# pipe_ctrl

### Routed clock nets over the placement, pipe_ctrl

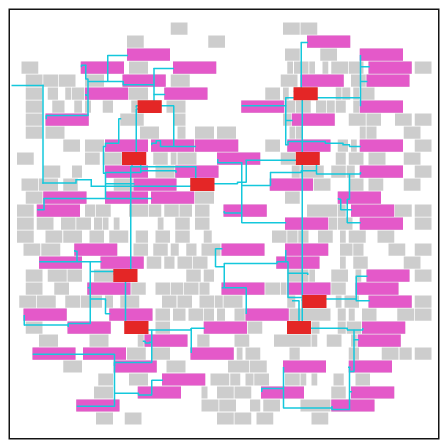

### config.mk
export PLATFORM = sky130hd
export DESIGN_NAME = pipe_ctrl
export DESIGN_NICKNAME = d
export VERILOG_FILES = /design/src/rtl/pipe_ctrl.sv
export SDC_FILE = /design/constraint.sdc
export NUM_CORES = 1
export LEC_CHECK = 0
export CAP_MARGIN = 20
export CORE_UTILIZATION = 42
export CTS_CLUSTER_SIZE = 16
export DETAILED_ROUTE_END_ITERATION = 12
export GPL_TIMING_DRIVEN = 0
export PLACE_DENSITY = 0.68
export SETUP_SLACK_MARGIN = 0.2
export SYNTH_ARGS = -nofsm -noshare
export SYNTH_HDL_FRONTEND = slang
export SYNTH_SLANG_ARGS = --single-unit
### constraint.sdc
create_clock -name clk -period 3.6 [get_ports clk]
set_input_delay 0.72 -clock clk [delete_from_list [all_inputs] [get_ports clk]]
set_output_delay 0.72 -clock clk [all_outputs]
set_load 0.03 [all_outputs]
### src/rtl/pipe_ctrl.sv
`default_nettype none
// ============================================================================
// Module  : pipe_ctrl
// Purpose : In-order pipeline control: E..W scoreboard, load-use stall,
//           decode flush on redirect, operand forwarding, retire counter.
// Rev     : 1.0
// ============================================================================
module pipe_ctrl #(
    parameter  int XLEN       = 32,
    parameter  int STAGES     = 3,
    parameter  int LOAD_STAGE = 2,
    localparam int FWD_W      = $clog2(STAGES)
) (
    input  logic              clk,
    input  logic              reset_n,
    input  logic              issue_valid,
    input  logic              issue_wr,
    input  logic              issue_lsu,
    input  logic [4:0]        issue_rd,
    input  logic [4:0]        rs1_addr_D,
    input  logic [4:0]        rs2_addr_D,
    input  logic              rs1_used_D,
    input  logic              rs2_used_D,
    input  logic              mem_stall,
    input  logic              redirect_E,
    output logic              stall_D,
    output logic              flush_D,
    output logic [FWD_W-1:0]  fwd1_E,
    output logic [FWD_W-1:0]  fwd2_E,
    output logic [STAGES-1:0] stage_valid,
    output logic [XLEN-1:0]   retire_count
);

    logic [STAGES-1:0] r_valid;
    logic [STAGES-1:0] r_wr;
    logic [STAGES-1:0] r_lsu;
    logic [4:0]        r_rd [STAGES];
    // Source operands only matter while the instruction sits in E.
    logic [4:0]        r_e_rs1;
    logic [4:0]        r_e_rs2;
    logic              r_e_rs1_used;
    logic              r_e_rs2_used;
    logic [XLEN-1:0]   r_retire;

    logic              w_hazard;
    logic              w_advance;
    logic              w_new_valid;

    // A producer in stage j reaches its ready stage in time only if j+1 >= ready stage.
    always_comb begin
        w_hazard = 1'b0;
        for (int j = 0; j < STAGES; j++) begin
            if (r_valid[j] && r_wr[j] && (r_rd[j] != 5'd0) &&
                ((j + 1) < (r_lsu[j] ? LOAD_STAGE : 1)) &&
                ((rs1_used_D && (r_rd[j] == rs1_addr_D)) ||
                 (rs2_used_D && (r_rd[j] == rs2_addr_D)))) begin
                w_hazard = 1'b1;
            end
        end
    end

    function automatic logic [FWD_W-1:0] fwd_sel(input logic [4:0] rs, input logic used);
        logic [FWD_W-1:0] sel;
        sel = '0;
        // Descending scan so the youngest (lowest-index) match wins.
        for (int k = STAGES - 1; k >= 1; k--) begin
            if (r_valid[k] && r_wr[k] && (r_rd[k] == rs) &&
                (!r_lsu[k] || (k >= LOAD_STAGE))) begin
                sel = FWD_W'(k);
            end
        end
        if (!r_valid[0] || !used || (rs == 5'd0)) begin
            sel = '0;
        end
        return sel;
    endfunction

    assign w_advance   = !mem_stall;
    assign w_new_valid = issue_valid && !w_hazard && !redirect_E;

    assign stall_D      = reset_n && (mem_stall || (w_hazard && issue_valid && !redirect_E));
    assign flush_D      = reset_n && redirect_E && !mem_stall;
    assign fwd1_E       = fwd_sel(r_e_rs1, r_e_rs1_used);
    assign fwd2_E       = fwd_sel(r_e_rs2, r_e_rs2_used);
    assign stage_valid  = r_valid;
    assign retire_count = r_retire;

    always_ff @(posedge clk or negedge reset_n) begin
        if (!reset_n) begin
            r_valid      <= '0;
            r_wr         <= '0;
            r_lsu        <= '0;
            for (int k = 0; k < STAGES; k++) begin
                r_rd[k] <= 5'd0;
            end
            r_e_rs1      <= 5'd0;
            r_e_rs2      <= 5'd0;
            r_e_rs1_used <= 1'b0;
            r_e_rs2_used <= 1'b0;
            r_retire     <= '0;
        end else if (w_advance) begin
            r_valid      <= {r_valid[STAGES-2:0], w_new_valid};
            r_wr         <= {r_wr[STAGES-2:0], issue_wr};
            r_lsu        <= {r_lsu[STAGES-2:0], issue_lsu};
            r_rd[0]      <= issue_rd;
            for (int k = 1; k < STAGES; k++) begin
                r_rd[k] <= r_rd[k-1];
            end
            r_e_rs1      <= rs1_addr_D;
            r_e_rs2      <= rs2_addr_D;
            r_e_rs1_used <= rs1_used_D;
            r_e_rs2_used <= rs2_used_D;
            if (r_valid[STAGES-1]) begin
                r_retire <= r_retire + XLEN'(1);
            end
        end
    end

endmodule
`default_nettype wire

# gtfraw_pmtick_stats_reader_flat

===== src/rtl/gtfraw_pmtick_stats_reader_if.sv =====
// ---------------------------------------------------------------------------
// gtfraw_pmtick_stats_reader_if
//   Word stream from the pm_tick statistics reader to the host/stats bridge.
//   rd_data   32-bit counter word
//   rd_index  word index within the snapshot (LS word of stat 0 is index 0)
//   rd_last   marks the final word of a snapshot
//   rd_valid  word valid
//   rd_ready  consumer accept
//   master = reader side, slave = consumer side.
// ---------------------------------------------------------------------------
interface gtfraw_pmtick_stats_reader_if #(
  parameter int IDXW = 4
) ();
  logic [31:0]     rd_data;
  logic [IDXW-1:0] rd_index;
  logic            rd_last;
  logic            rd_valid;
  logic            rd_ready;

  modport master (
    output rd_data,
    output rd_index,
    output rd_last,
    output rd_valid,
    input  rd_ready
  );

  modport slave (
    input  rd_data,
    input  rd_index,
    input  rd_last,
    input  rd_valid,
    output rd_ready
  );
endinterface


===== src/rtl/gtfraw_pmtick_stats_reader.sv =====
// ---------------------------------------------------------------------------
// gtfraw_pmtick_stats_reader
//   Master side of the pm_tick statistics interface. A snapshot is triggered
//   by a software request or by the periodic timer. The reader strobes
//   pm_tick to every stats register, waits SETTLE_CYC cycles for the
//   snapshots to reach statsout, raises hold_output to freeze them, then
//   streams every counter as 32-bit words (LS word of stat 0 first).
//
// Ports
//   clk, resetn    clock; asynchronous active-low reset (released synchronously)
//   tick_period    periodic trigger interval in cycles, 0 disables the timer
//   tick_req       single-cycle software snapshot request
//   stats_in       statsout of all registers, stat i at [i*STATWIDTH +: STATWIDTH]
//   pm_tick        one-cycle snapshot strobe
//   hold_output    freeze strobe, high from HOLD_ON through the final handshake
//   snap_busy      snapshot in progress
//   snap_count     completed snapshots (wraps)
//   tick_dropped   triggers ignored while busy (saturates)
//   rd_if          word stream (master modport)
//
// STATWIDTH must be a multiple of 32 and SETTLE_CYC must be at least 4.
// ---------------------------------------------------------------------------
module gtfraw_pmtick_stats_reader #(
  parameter int NUM_STATS  = 8,
  parameter int STATWIDTH  = 64,
  parameter int SETTLE_CYC = 4
) (
  input  logic                           clk,
  input  logic                           resetn,
  input  logic [31:0]                    tick_period,
  input  logic                           tick_req,
  input  logic [NUM_STATS*STATWIDTH-1:0] stats_in,
  output logic                           pm_tick,
  output logic                           hold_output,
  output logic                           snap_busy,
  output logic [15:0]                    snap_count,
  output logic [15:0]                    tick_dropped,
  gtfraw_pmtick_stats_reader_if.master   rd_if
);

  localparam int WPS       = STATWIDTH / 32;
  localparam int NUM_WORDS = NUM_STATS * WPS;
  localparam int IDXW      = (NUM_WORDS > 1) ? $clog2(NUM_WORDS) : 1;
  localparam int SCW       = (SETTLE_CYC > 1) ? $clog2(SETTLE_CYC) : 1;

  typedef enum logic [2:0] {
    S_IDLE,
    S_TICK,
    S_SETTLE,
    S_HOLD_ON,
    S_LOAD,
    S_SEND,
    S_DONE
  } state_t;

  // -------------------------------------------------------------------------
  // Reset: assertion is asynchronous, release is synchronised to clk so that
  // every flop leaves reset on the same edge.
  // -------------------------------------------------------------------------
  logic [1:0] rst_sync_reg;
  logic       rst_n;

  always_ff @(posedge clk or negedge resetn) begin
    if (!resetn) begin
      rst_sync_reg <= 2'b00;
    end else begin
      rst_sync_reg <= {rst_sync_reg[0], 1'b1};
    end
  end

  assign rst_n = rst_sync_reg[1];

  // -------------------------------------------------------------------------
  // Flatten stats_in into a word array in stream order. Because STATWIDTH is
  // a multiple of 32, word w of the snapshot sits at bit w*32 of stats_in.
  // -------------------------------------------------------------------------
  logic [31:0] word_arr [NUM_WORDS];

  for (genvar gi = 0; gi < NUM_WORDS; gi++) begin : g_word
    assign word_arr[gi] = stats_in[gi*32 +: 32];
  end

  // -------------------------------------------------------------------------
  // Period timer. The compare uses the live tick_period so a new value is
  // honoured on the very next compare; >= catches a period shortened below
  // the current count.
  // -------------------------------------------------------------------------
  logic [31:0] timer_reg;
  logic        timer_fire;
  logic        trig;

  assign timer_fire = (tick_period != 32'd0) && (timer_reg >= (tick_period - 32'd1));
  assign trig       = tick_req | timer_fire;

  always_ff @(posedge clk or negedge rst_n) begin
    if (!rst_n) begin
      timer_reg <= 32'd0;
    end else if ((tick_period == 32'd0) || timer_fire) begin
      timer_reg <= 32'd0;
    end else begin
      timer_reg <= timer_reg + 32'd1;
    end
  end

  // -------------------------------------------------------------------------
  // Snapshot FSM
  // -------------------------------------------------------------------------
  state_t          state_reg, state_next;
  logic [SCW-1:0]  settle_reg, settle_next;
  logic [IDXW-1:0] ptr_reg, ptr_next;
  logic [15:0]     snap_count_reg, snap_count_next;
  logic [15:0]     tick_dropped_reg, tick_dropped_next;
  logic            load_word;

  logic            pm_tick_reg;
  logic            hold_output_reg;
  logic            rd_valid_reg;
  logic [31:0]     rd_data_reg;
  logic [IDXW-1:0] rd_index_reg;
  logic            rd_last_reg;

  always_comb begin
    state_next        = state_reg;
    settle_next       = settle_reg;
    ptr_next          = ptr_reg;
    snap_count_next   = snap_count_reg;
    tick_dropped_next = tick_dropped_reg;
    load_word         = 1'b0;

    // Any trigger outside IDLE is lost; the one that starts a snapshot is not.
    if (trig && (state_reg != S_IDLE) && (tick_dropped_reg != 16'hFFFF)) begin
      tick_dropped_next = tick_dropped_reg + 16'd1;
    end

    case (state_reg)
      S_IDLE: begin
        if (trig) begin
          state_next = S_TICK;
        end
      end
      S_TICK: begin
        state_next  = S_SETTLE;
        settle_next = SCW'(SETTLE_CYC - 1);
      end
      S_SETTLE: begin
        if (settle_reg == '0) begin
          state_next = S_HOLD_ON;
        end else begin
          settle_next = settle_reg - 1'b1;
        end
      end
      S_HOLD_ON: begin
        state_next = S_LOAD;
        ptr_next   = '0;
      end
      S_LOAD: begin
        state_next = S_SEND;
        load_word  = 1'b1;
      end
      S_SEND: begin
        // rd_valid is always high in SEND, so rd_ready alone completes the beat.
        if (rd_if.rd_ready) begin
          if (rd_last_reg) begin
            state_next = S_DONE;
          end else begin
            ptr_next   = ptr_reg + 1'b1;
            state_next = S_LOAD;
          end
        end
      end
      S_DONE: begin
        snap_count_next = snap_count_reg + 16'd1;
        state_next      = S_IDLE;
      end
      default: begin
        state_next = S_IDLE;
      end
    endcase
  end

  // Strobes are registered and decoded from the next state so that they line
  // up with the state they belong to without a combinational output path.
  always_ff @(posedge clk or negedge rst_n) begin
    if (!rst_n) begin
      state_reg        <= S_IDLE;
      settle_reg       <= '0;
      ptr_reg          <= '0;
      snap_count_reg   <= 16'd0;
      tick_dropped_reg <= 16'd0;
      pm_tick_reg      <= 1'b0;
      hold_output_reg  <= 1'b0;
      rd_valid_reg     <= 1'b0;
      rd_data_reg      <= 32'd0;
      rd_index_reg     <= '0;
      rd_last_reg      <= 1'b0;
    end else begin
      state_reg        <= state_next;
      settle_reg       <= settle_next;
      ptr_reg          <= ptr_next;
      snap_count_reg   <= snap_count_next;
      tick_dropped_reg <= tick_dropped_next;
      pm_tick_reg      <= (state_next == S_TICK);
      hold_output_reg  <= (state_next == S_HOLD_ON) ||
                          (state_next == S_LOAD)    ||
                          (state_next == S_SEND);
      rd_valid_reg     <= (state_next == S_SEND);
      // Word fields only change in LOAD, which keeps them stable during a stall.
      if (load_word) begin
        rd_data_reg  <= word_arr[ptr_reg];
        rd_index_reg <= ptr_reg;
        rd_last_reg  <= (ptr_reg == IDXW'(NUM_WORDS - 1));
      end
    end
  end

  assign pm_tick        = pm_tick_reg;
  assign hold_output    = hold_output_reg;
  assign snap_busy      = (state_reg != S_IDLE);
  assign snap_count     = snap_count_reg;
  assign tick_dropped   = tick_dropped_reg;
  assign rd_if.rd_data  = rd_data_reg;
  assign rd_if.rd_index = rd_index_reg;
  assign rd_if.rd_last  = rd_last_reg;
  assign rd_if.rd_valid = rd_valid_reg;

endmodule

===== src/flat_wrapper.sv =====
// flat-port wrapper written by rule: the top's interface ports become plain ports
module gtfraw_pmtick_stats_reader_flat 
#(
  parameter int NUM_STATS  = 8,
  parameter int STATWIDTH  = 64,
  parameter int SETTLE_CYC = 4
)
  (clk, resetn, tick_period, tick_req, stats_in, pm_tick, hold_output, snap_busy, snap_count, tick_dropped, rd_if_rd_data, rd_if_rd_index, rd_if_rd_last, rd_if_rd_valid, rd_if_rd_ready);
  gtfraw_pmtick_stats_reader_if rd_if_i ();
  input  logic clk;
  input  logic resetn;
  input  logic [31:0] tick_period;
  input  logic tick_req;
  input  logic [NUM_STATS*STATWIDTH-1:0] stats_in;
  output logic pm_tick;
  output logic hold_output;
  output logic snap_busy;
  output logic [15:0] snap_count;
  output logic [15:0] tick_dropped;
  output wire logic [$bits(rd_if_i.rd_data)-1:0] rd_if_rd_data;
  output wire logic [$bits(rd_if_i.rd_index)-1:0] rd_if_rd_index;
  output wire logic [$bits(rd_if_i.rd_last)-1:0] rd_if_rd_last;
  output wire logic [$bits(rd_if_i.rd_valid)-1:0] rd_if_rd_valid;
  input wire logic [$bits(rd_if_i.rd_ready)-1:0] rd_if_rd_ready;
  assign rd_if_rd_data = rd_if_i.rd_data;
  assign rd_if_rd_index = rd_if_i.rd_index;
  assign rd_if_rd_last = rd_if_i.rd_last;
  assign rd_if_rd_valid = rd_if_i.rd_valid;
  assign rd_if_i.rd_ready = rd_if_rd_ready;
  gtfraw_pmtick_stats_reader #(.NUM_STATS(NUM_STATS), .STATWIDTH(STATWIDTH), .SETTLE_CYC(SETTLE_CYC)) u_core (.clk(clk), .resetn(resetn), .tick_period(tick_period), .tick_req(tick_req), .stats_in(stats_in), .pm_tick(pm_tick), .hold_output(hold_output), .snap_busy(snap_busy), .snap_count(snap_count), .tick_dropped(tick_dropped), .rd_if(rd_if_i));
endmodule

===== config.mk =====
export PLATFORM = sky130hd
export DESIGN_NAME = gtfraw_pmtick_stats_reader_flat
export DESIGN_NICKNAME = d
export VERILOG_FILES = /design/src/rtl/gtfraw_pmtick_stats_reader_if.sv /design/src/rtl/gtfraw_pmtick_stats_reader.sv /design/src/flat_wrapper.sv
export SDC_FILE = /design/constraint.sdc
export NUM_CORES = 1
export LEC_CHECK = 0
export ABC_AREA = 1
export CAP_MARGIN = 15
export CORE_AREA = 2 2 241 243
export DETAILED_ROUTE_END_ITERATION = 8
export DIE_AREA = 0 0 243 245
export GPL_TIMING_DRIVEN = 0
export PLACE_DENSITY = 0.49
export SYNTH_ARGS = -nofsm -noshare
export SYNTH_HDL_FRONTEND = slang
export SYNTH_SLANG_ARGS = --single-unit
export TNS_END_PERCENT = 10

===== constraint.sdc =====
create_clock -name clk -period 4 [get_ports clk]
set_clock_uncertainty 0.15 [all_clocks]
set_input_delay 0.8 -clock clk [delete_from_list [all_inputs] [get_ports clk]]
set_output_delay 0.8 -clock clk [all_outputs]
set_load 0.01 [all_outputs]

# conv_encoder

**src/rtl/conv_pkg.sv**
```systemverilog
// conv_pkg: frame constants, generator taps and framing state enum for conv_encoder
package conv_pkg;
  localparam int INFO_BITS  = 62;
  localparam int TAIL_BITS  = 2;
  localparam int FRAME_BITS = 128;
  localparam int GAP_CYCLES = 34;
  localparam logic [2:0] G0 = 3'b111;
  localparam logic [2:0] G1 = 3'b101;
  typedef enum logic [1:0] {DATA, TAIL, GAP} state_e;
endpackage

```
**src/rtl/conv_core.sv**
```systemverilog
// conv_core: K=3 shift register and generator XORs (clk, rst_n, b, step in; g0, g1 out)
module conv_core
  import conv_pkg::*;
(
  input  logic clk,
  input  logic rst_n,
  input  logic b,
  input  logic step,
  output logic g0,
  output logic g1
);
  logic s1_q, s2_q;
  // Taps are ordered {b, s1, s2}, MSB = newest bit.
  assign g0 = ^({b, s1_q, s2_q} & G0);
  assign g1 = ^({b, s1_q, s2_q} & G1);
  always_ff @(posedge clk) begin
    if (!rst_n) begin
      s1_q <= 1'b0;
      s2_q <= 1'b0;
    end else if (step) begin
      s1_q <= b;
      s2_q <= s1_q;
    end
  end
endmodule

```
**src/rtl/conv_encoder.sv**
```systemverilog
// conv_encoder: framed rate-1/2 K=3 encoder; in: clk, rst_n, in_bit, in_valid; out: in_ready, out_bit, out_valid, frame_done
module conv_encoder
  import conv_pkg::*;
(
  input  logic clk,
  input  logic rst_n,
  input  logic in_bit,
  input  logic in_valid,
  output logic in_ready,
  output logic out_bit,
  output logic out_valid,
  output logic frame_done
);
  state_e     state_q, state_d;
  logic [5:0] info_q, info_d, gap_q, gap_d;
  logic [1:0] tail_q, tail_d;
  logic [6:0] coded_q, coded_d;
  logic       pend_q, b_q, b_d;
  logic       out_bit_q, out_bit_d, out_valid_q, frame_done_q, in_ready_q, in_ready_d;
  logic       accept, tail_g0, emit_g0, emit, core_b, g0, g1;
  assign accept  = in_valid & in_ready_q;
  assign tail_g0 = (state_q == TAIL) & ~pend_q;
  assign emit_g0 = accept | tail_g0;
  assign emit    = emit_g0 | pend_q;
  // b_q is only consumed the cycle right after a G0, so tail bits latch a 0 here.
  assign b_d     = accept & in_bit;
  assign core_b  = pend_q ? b_q : b_d;
  conv_core u_core (
    .clk  (clk),
    .rst_n(rst_n),
    .b    (core_b),
    .step (pend_q),
    .g0   (g0),
    .g1   (g1)
  );
  always_comb begin
    state_d   = state_q;
    info_d    = accept ? info_q + 6'd1 : info_q;
    tail_d    = (state_q == TAIL && pend_q) ? tail_q + 2'd1 : tail_q;
    gap_d     = (state_q == GAP) ? gap_q + 6'd1 : gap_q;
    coded_d   = emit ? coded_q + 7'd1 : coded_q;
    out_bit_d = emit_g0 ? g0 : (pend_q & g1);
    case (state_q)
      DATA: if (pend_q && info_q == 6'(INFO_BITS)) state_d = TAIL;
      TAIL: if (pend_q && tail_q == 2'(TAIL_BITS - 1)) begin
        state_d = GAP;
        tail_d  = 2'd0;
        info_d  = 6'd0;
        coded_d = 7'd0;
      end
      GAP: if (gap_q == 6'(GAP_CYCLES - 1)) begin
        state_d = DATA;
        gap_d   = 6'd0;
      end
      default: state_d = DATA;
    endcase
    in_ready_d = (state_d == DATA) && !emit_g0 && (info_d < 6'(INFO_BITS));
  end
  always_ff @(posedge clk) begin
    if (!rst_n) begin
      state_q      <= DATA;
      info_q       <= 6'd0;
      tail_q       <= 2'd0;
      gap_q        <= 6'd0;
      coded_q      <= 7'd0;
      pend_q       <= 1'b0;
      b_q          <= 1'b0;
      out_bit_q    <= 1'b0;
      out_valid_q  <= 1'b0;
      frame_done_q <= 1'b0;
      in_ready_q   <= 1'b0;
    end else begin
      state_q      <= state_d;
      info_q       <= info_d;
      tail_q       <= tail_d;
      gap_q        <= gap_d;
      coded_q      <= coded_d;
      pend_q       <= emit_g0;
      b_q          <= b_d;
      out_bit_q    <= out_bit_d;
      out_valid_q  <= emit;
      frame_done_q <= emit && coded_q == 7'(FRAME_BITS - 1);
      in_ready_q   <= in_ready_d;
    end
  end
  assign in_ready   = in_ready_q;
  assign out_bit    = out_bit_q;
  assign out_valid  = out_valid_q;
  assign frame_done = frame_done_q;
endmodule
```
**config.mk**
```make
export PLATFORM = sky130hd
export DESIGN_NAME = conv_encoder
export DESIGN_NICKNAME = d
export VERILOG_FILES = /design/src/rtl/conv_pkg.sv /design/src/rtl/conv_core.sv /design/src/rtl/conv_encoder.sv
export SDC_FILE = /design/constraint.sdc
export NUM_CORES = 1
export LEC_CHECK = 0
export ABC_AREA = 1
export CAP_MARGIN = 40
export CORE_MARGIN = 8
export CORE_UTILIZATION = 52
export DETAILED_ROUTE_END_ITERATION = 16
export PLACE_DENSITY = 0.73
export SLEW_MARGIN = 20
export SYNTH_ARGS = -nofsm -noshare
export SYNTH_HDL_FRONTEND = slang
export SYNTH_SLANG_ARGS = --single-unit
```
**constraint.sdc**
```tcl
create_clock -name clk -period 1.3 [get_ports clk]
set_input_delay 0.26 -clock clk [delete_from_list [all_inputs] [get_ports clk]]
set_output_delay 0.26 -clock clk [all_outputs]
set_load 0.005 [all_outputs]
```

## Gallery

Sequential cells colored by netlist name.
Other sequential cells in the stronger gray, the rest of the logic in the fainter gray.
(a)
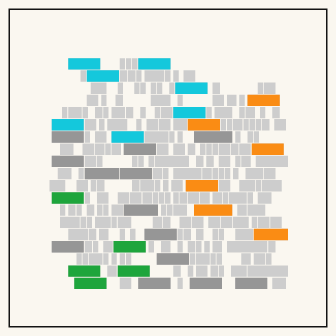
(b)
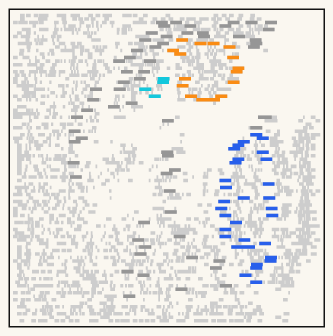
(c)
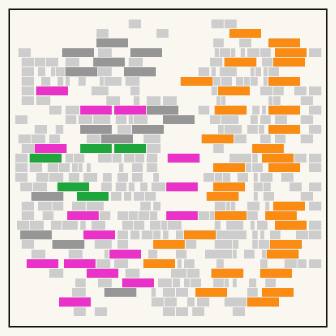
(c) is pipe_ctrl.
(a) is conv_encoder.
(b) is gtfraw_pmtick_stats_reader_flat.
The one with the fewest sequential cells is (a).

### Cells colored by class, pipe_ctrl

The bar under the picture is 20 um long.
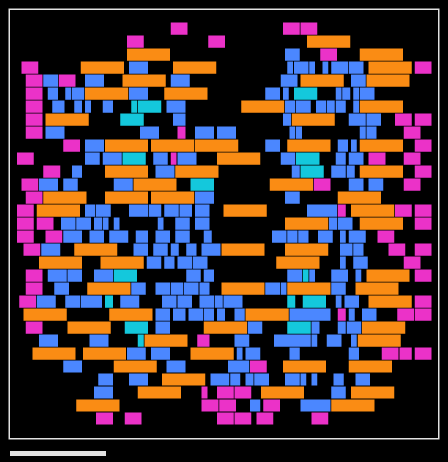
cyan -> clock drivers and dummy loads  # cells 16, share of their area 4.3%
blue -> all other logic  # cells 188, share of their area 38%
orange -> flip-flops  # cells 67, share of their area 41%
magenta -> other buffers and delay cells  # cells 70, share of their area 17%
core area: 7330 um^2
# rows: 31

## Picture notes: 'Routed clock nets over the placement' of pipe_ctrl
magenta -> flip-flops  # count 67
red -> cells driving clock nets  # count 9
cyan -> clock wires  # length 828 um
routed clock nets = 10
flops lie = spread over the die
Late-Pin Clk Latency: 0.33 ns
clock power share: 30.6%
Worst Clk Skew: 0.00334 ns

==> impl_metrics.py, pipe_ctrl <==
# Metrics from the implementation run
metrics = {
    "min_path": {
        "hold_class": "flip-flop to flip-flop",
        "hold_end": "retire_count[31]",
    },
    "sta": {
        "setup_viol": 0,
        "tightest_slew_ns": 0.851,
        "finalMaxSlewViolations": 0,
    },
    "synth": {
        "synth_async_sr_flop_share_pct": 100,
        "most_common_cell": "dfrtp_1",
        "ys_area_um2": 3220,
        "ys_ff": 67,
        "netlist_instances": 261,
        "ys_seq_share_pct": 52.0,
    },
    "power": {
        "power_frac_comb_pct": 18.3,
        "peakVddDrop_uv": 169,
        "p_sw_mw": 0.513,
        "power.leakage_nw": 1.74,
        "seq-power_mw": 0.920,
        "power_mw": 1.80,
        "clock_power_mw": 0.551,
        "comb_cell_power_mw": 0.330,
    },
    "detailed_routing": {
        "topRoutingLayerUsed": "met4",
        "via_per_inst": 5.04,
    },
    "setup_path": {
        "startpoint": "mem_stall",
    },
    "final_layout": {
        "fin_area_um2": 4170,
        "final_nets": 361,
        "comb.multi_input.count": 187,
    },
    "place": {
        "globalplace.congestion": 0.795,
        "placed_area_um2": 3980,
    },
    "clocking": {
        "root_buffer": "clkbuf_8",
    },
    "floorplan": {
        "tapcell.inserted": 99,
    },
    "status": {
        "status": "finished, final reports clean",
    },
}
-- pipe_ctrl: cell usage in the layout, fill, tap and decap left out, drive strengths merged, types with 10 or more instances in the layout --
| master | netlist | layout |
|---|---|---|
| mux2 | 35 | 35 |
| nand3 | 11 | 11 |
| dfrtp | 67 | 67 |
| nor2 | 12 | 12 |
| xor2 | 34 | 34 |
| xnor2 | 27 | 27 |
| clkdlybuf4s50 | 0 | 62 |
| nand4 | 10 | 10 |
| nand2 | 16 | 16 |
| nor3 | 10 | 10 |
| clkbuf | 0 | 15 |
-- pipe_ctrl: repair_timing --
item | 4_1_cts | 5_1_grt
endpoints found under the setup margin | 2 | 2
hold endpoints to repair | 0 | 0
gates resized | 2 | 3
-- pipe_ctrl: routing by layer --
metal	vias up	track usage, %
met2	67	28.3
met4	0	8.08
met5	-	0
met3	12	2.93
met1	1080	23.8
li1	1059	-
-- pipe_ctrl: critical path: stages --
cell and delay (ns):
clkdlybuf4s50_1 0.54, clkbuf_4 0.25, buf_2 0.25, and3b_1 0.20, clkdlybuf4s50_1 0.59
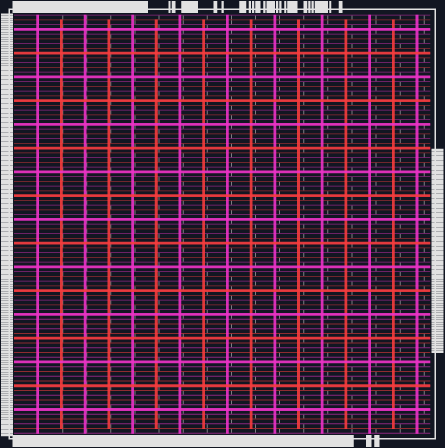
*PDN straps and rails, gtfraw_pmtick_stats_reader_flat*
Pins as bars on the die edge. Tap cells in gray.
red -> VDD
magenta -> VSS
tap cells = 765
met1 rails = 89
met4 straps = 17

==> impl_metrics.py, gtfraw_pmtick_stats_reader_flat <==
# Metrics from the implementation run
metrics = {
    "status": {
        "status": "finished, final reports clean",
    },
    "final_layout": {
        "dominant_cells": "multi-input combinational cells",
        "comb.multi_input.count": 1468,
        "seq_area_um2": 2880,
        "nFillCells": 6346,
        "mi_logic_area_um2": 7670,
        "buf_share_pct": 35.6,
    },
    "sta": {
        "setup_viol": 0,
    },
    "power": {
        "power_density_nw_per_um2": 530,
    },
    "setup_path": {
        "r2r_cells": 9,
        "cpPeakStageDelay_ns": 0.43,
        "crit_slowest_cell": "clkdlybuf4s50_1",
    },
    "synth": {
        "ys_seq_share_pct": 25.7,
        "ys_area_um2": 11200,
        "ff_type": "dfrtp_1",
        "yosys_cells": 1794,
    },
    "clocking": {
        "cts_tree": "done",
    },
    "floorplan": {
        "rows": 88,
        "tapcell.inserted": 765,
    },
}
-- gtfraw_pmtick_stats_reader_flat: critical path: cells and delay by family --
family / cells / cell delay (ns)
xor+xnor: 1 / 0.16
fa+ha+maj: 1 / 0.31
simple gates: 18 / 2.01
buf+inv: 3 / 0.72
-- gtfraw_pmtick_stats_reader_flat: cell families (layout without fill, tap and decap cells) --
family	after synthesis	count (layout)
AND-OR/OR-AND	511	511
XOR/XNOR	76	76
adder cells (fa/ha/maj)	39	39
buffers and inverters	211	876
flip-flops	115	115
other	1	31
AND/OR/NAND/NOR	841	841
-- gtfraw_pmtick_stats_reader_flat: report_power, final --
group	switching [mW]	internal [mW]
registers	0.366	1.51
clock network	0.604	0.944
logic	4.49	2.37
-- gtfraw_pmtick_stats_reader_flat: through the flow --
step	power [mW]	setup WS, ns	setup TNS, ns	area (um^2)	hold slack [ns]
after floorplan	5.15	0.409	0	11200	0.181
after detailed placement	8.57	-0.763	-31.18	18400	0.114
final	10.3	0.181	0	19400	0.105
after global placement	8.51	-1.49	-195.03	18400	0.187
after CTS	10.2	0.00805	0	19100	0.125
after global routing	10.9	-0.0365	-0.273	19400	0.141
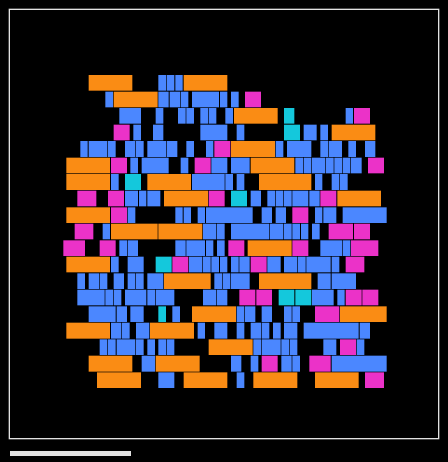
*Cells colored by class, conv_encoder*
The bar under the picture is 20 um long.
magenta -> other buffers and delay cells  # cells 33, share of their area 14%
blue -> all other logic  # cells 171, share of their area 50%
orange -> flip-flops  # cells 31, share of their area 33%
cyan -> clock drivers and dummy loads  # cells 8, share of their area 2.8%
Util after Layout: 70.7%
Seq/total area: 32.1%
core area: 2780 um^2
fin area: 1970 um^2

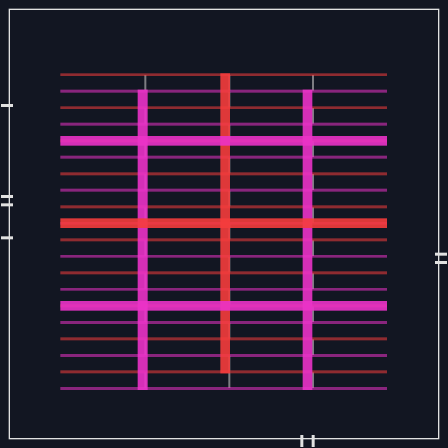
*PDN straps and rails, conv_encoder*
Pins as bars on the die edge. Tap cells in gray.
magenta -> VSS
red -> VDD
met4 straps = 3
met1 rails = 20
tap cells = 31
signal pins = 8
die height: 70.5 um
Worst IR Drop VDD: 946 uV
die width: 70.5 um

==> impl_metrics.py, conv_encoder <==
# Metrics from the implementation run
metrics = {
    "status": {
        "status": "finished, final reports clean",
    },
    "floorplan": {
        "tapcell.inserted": 31,
        "fp_util_pct": 55.5,
    },
    "detailed_routing": {
        "drc": 0,
        "drt_pass1_iterations": 4,
        "vias": 1443,
    },
    "synth": {
        "yosysTopAreaCell": "dfxtp_1",
        "topCellsByArea": "dfxtp_1 40%, nand2_1 10%, nor2_1 7.8%",
        "top_cell_area_share_pct": 40.2,
        "syn-num-nets": 216,
        "synth_async_sr_flop_share_pct": 0,
        "netlist_instances": 206,
    },
    "final_layout": {
        "dominant_cells": "multi-input combinational cells",
        "comb.multi_input.count": 142,
        "final-clk-cell-share_pct": 2.74,
        "nFillCells": 226,
        "final_layout_size_suffix_gt1_share_pct": 29.6,
        "final_nets": 252,
    },
    "clocking": {
        "cts_setup_buffers": 2,
        "clockBufferDepth": 2,
        "clock_sinks": 31,
        "clk_pin_slew_worst_paths_ns": 0.10,
        "insertion_delay_ns": 0.33,
        "cts_buffers": 5,
    },
    "setup_path": {
        "r2r-end": "in_ready",
        "critPathBufInv": 2,
        "r2r-start": "info_q[0]",
        "crit_slowest_cell": "dfxtp_2",
        "path_depth": 10,
        "startpoint": "info_q[0]",
        "worstPathArrival_ns": 1.51,
        "cp_max_fo": 3,
    },
    "power": {
        "p_clk_share_pct": 31.4,
    },
    "sta": {
        "timing.final.crit_period_ns": 1.28,
        "setup_viol": 0,
        "grt_setup_unrepaired": "yes",
        "final_hold_viol_count": 0,
        "fin_setup_tns_ns": 0,
    },
    "place": {
        "port_buffers": 7,
    },
    "min_path": {
        "hp-start": "coded_q[6]",
        "whs_path_depth": 2,
    },
}
conv_encoder: metal layers:
layer / share of wire [%] / wire length [um] / up-vias / GRT usage, %
met4: 1.4 / 48 / 0 / 6.92
li1: - / - / 732 / -
met5: 0 / 0 / - / 0
met2: 51 / 1750 / 22 / 24.6
met3: 4.0 / 136 / 8 / 5.65
met1: 43 / 1470 / 681 / 14.8
conv_encoder: synthesized netlist by cell type (2+ instances only):
master    instances
a21oi_1           8
buf_4             2
dfxtp_1          31
ha_1              6
inv_1            26
inv_2             3
nand2_1          42
nand2_2           4
nand3_1          12
nand4_1           6
nor2_1           32
nor2_4            2
nor3_2            2
o21ai_0           6
o21ai_2           2
o21bai_1          2
xor2_1            5
conv_encoder: state kept, by name (all words and copies together), names as in the netlist, named ones only:
name,cells
b_q,1
coded_q,7
frame_done,1
gap_q,5
in_ready,1
info_q,6
out_bit,1
out_valid,1
pend_q,1
state_q,2
tail_q,2
u_core.s1_q,1
u_core.s2_q,1
conv_encoder: per-stage QoR:
step | setup slack, ns | instance area [um^2]
after floorplan | 0.0177 | 1540
after global placement | -0.284 | 1800
after detailed placement | -0.358 | 1800
after CTS | 0.0141 | 1910
after global routing | -0.0576 | 1970
final | 0.0246 | 1970

No activity file was given, so power comes from the tool's default toggle rates.
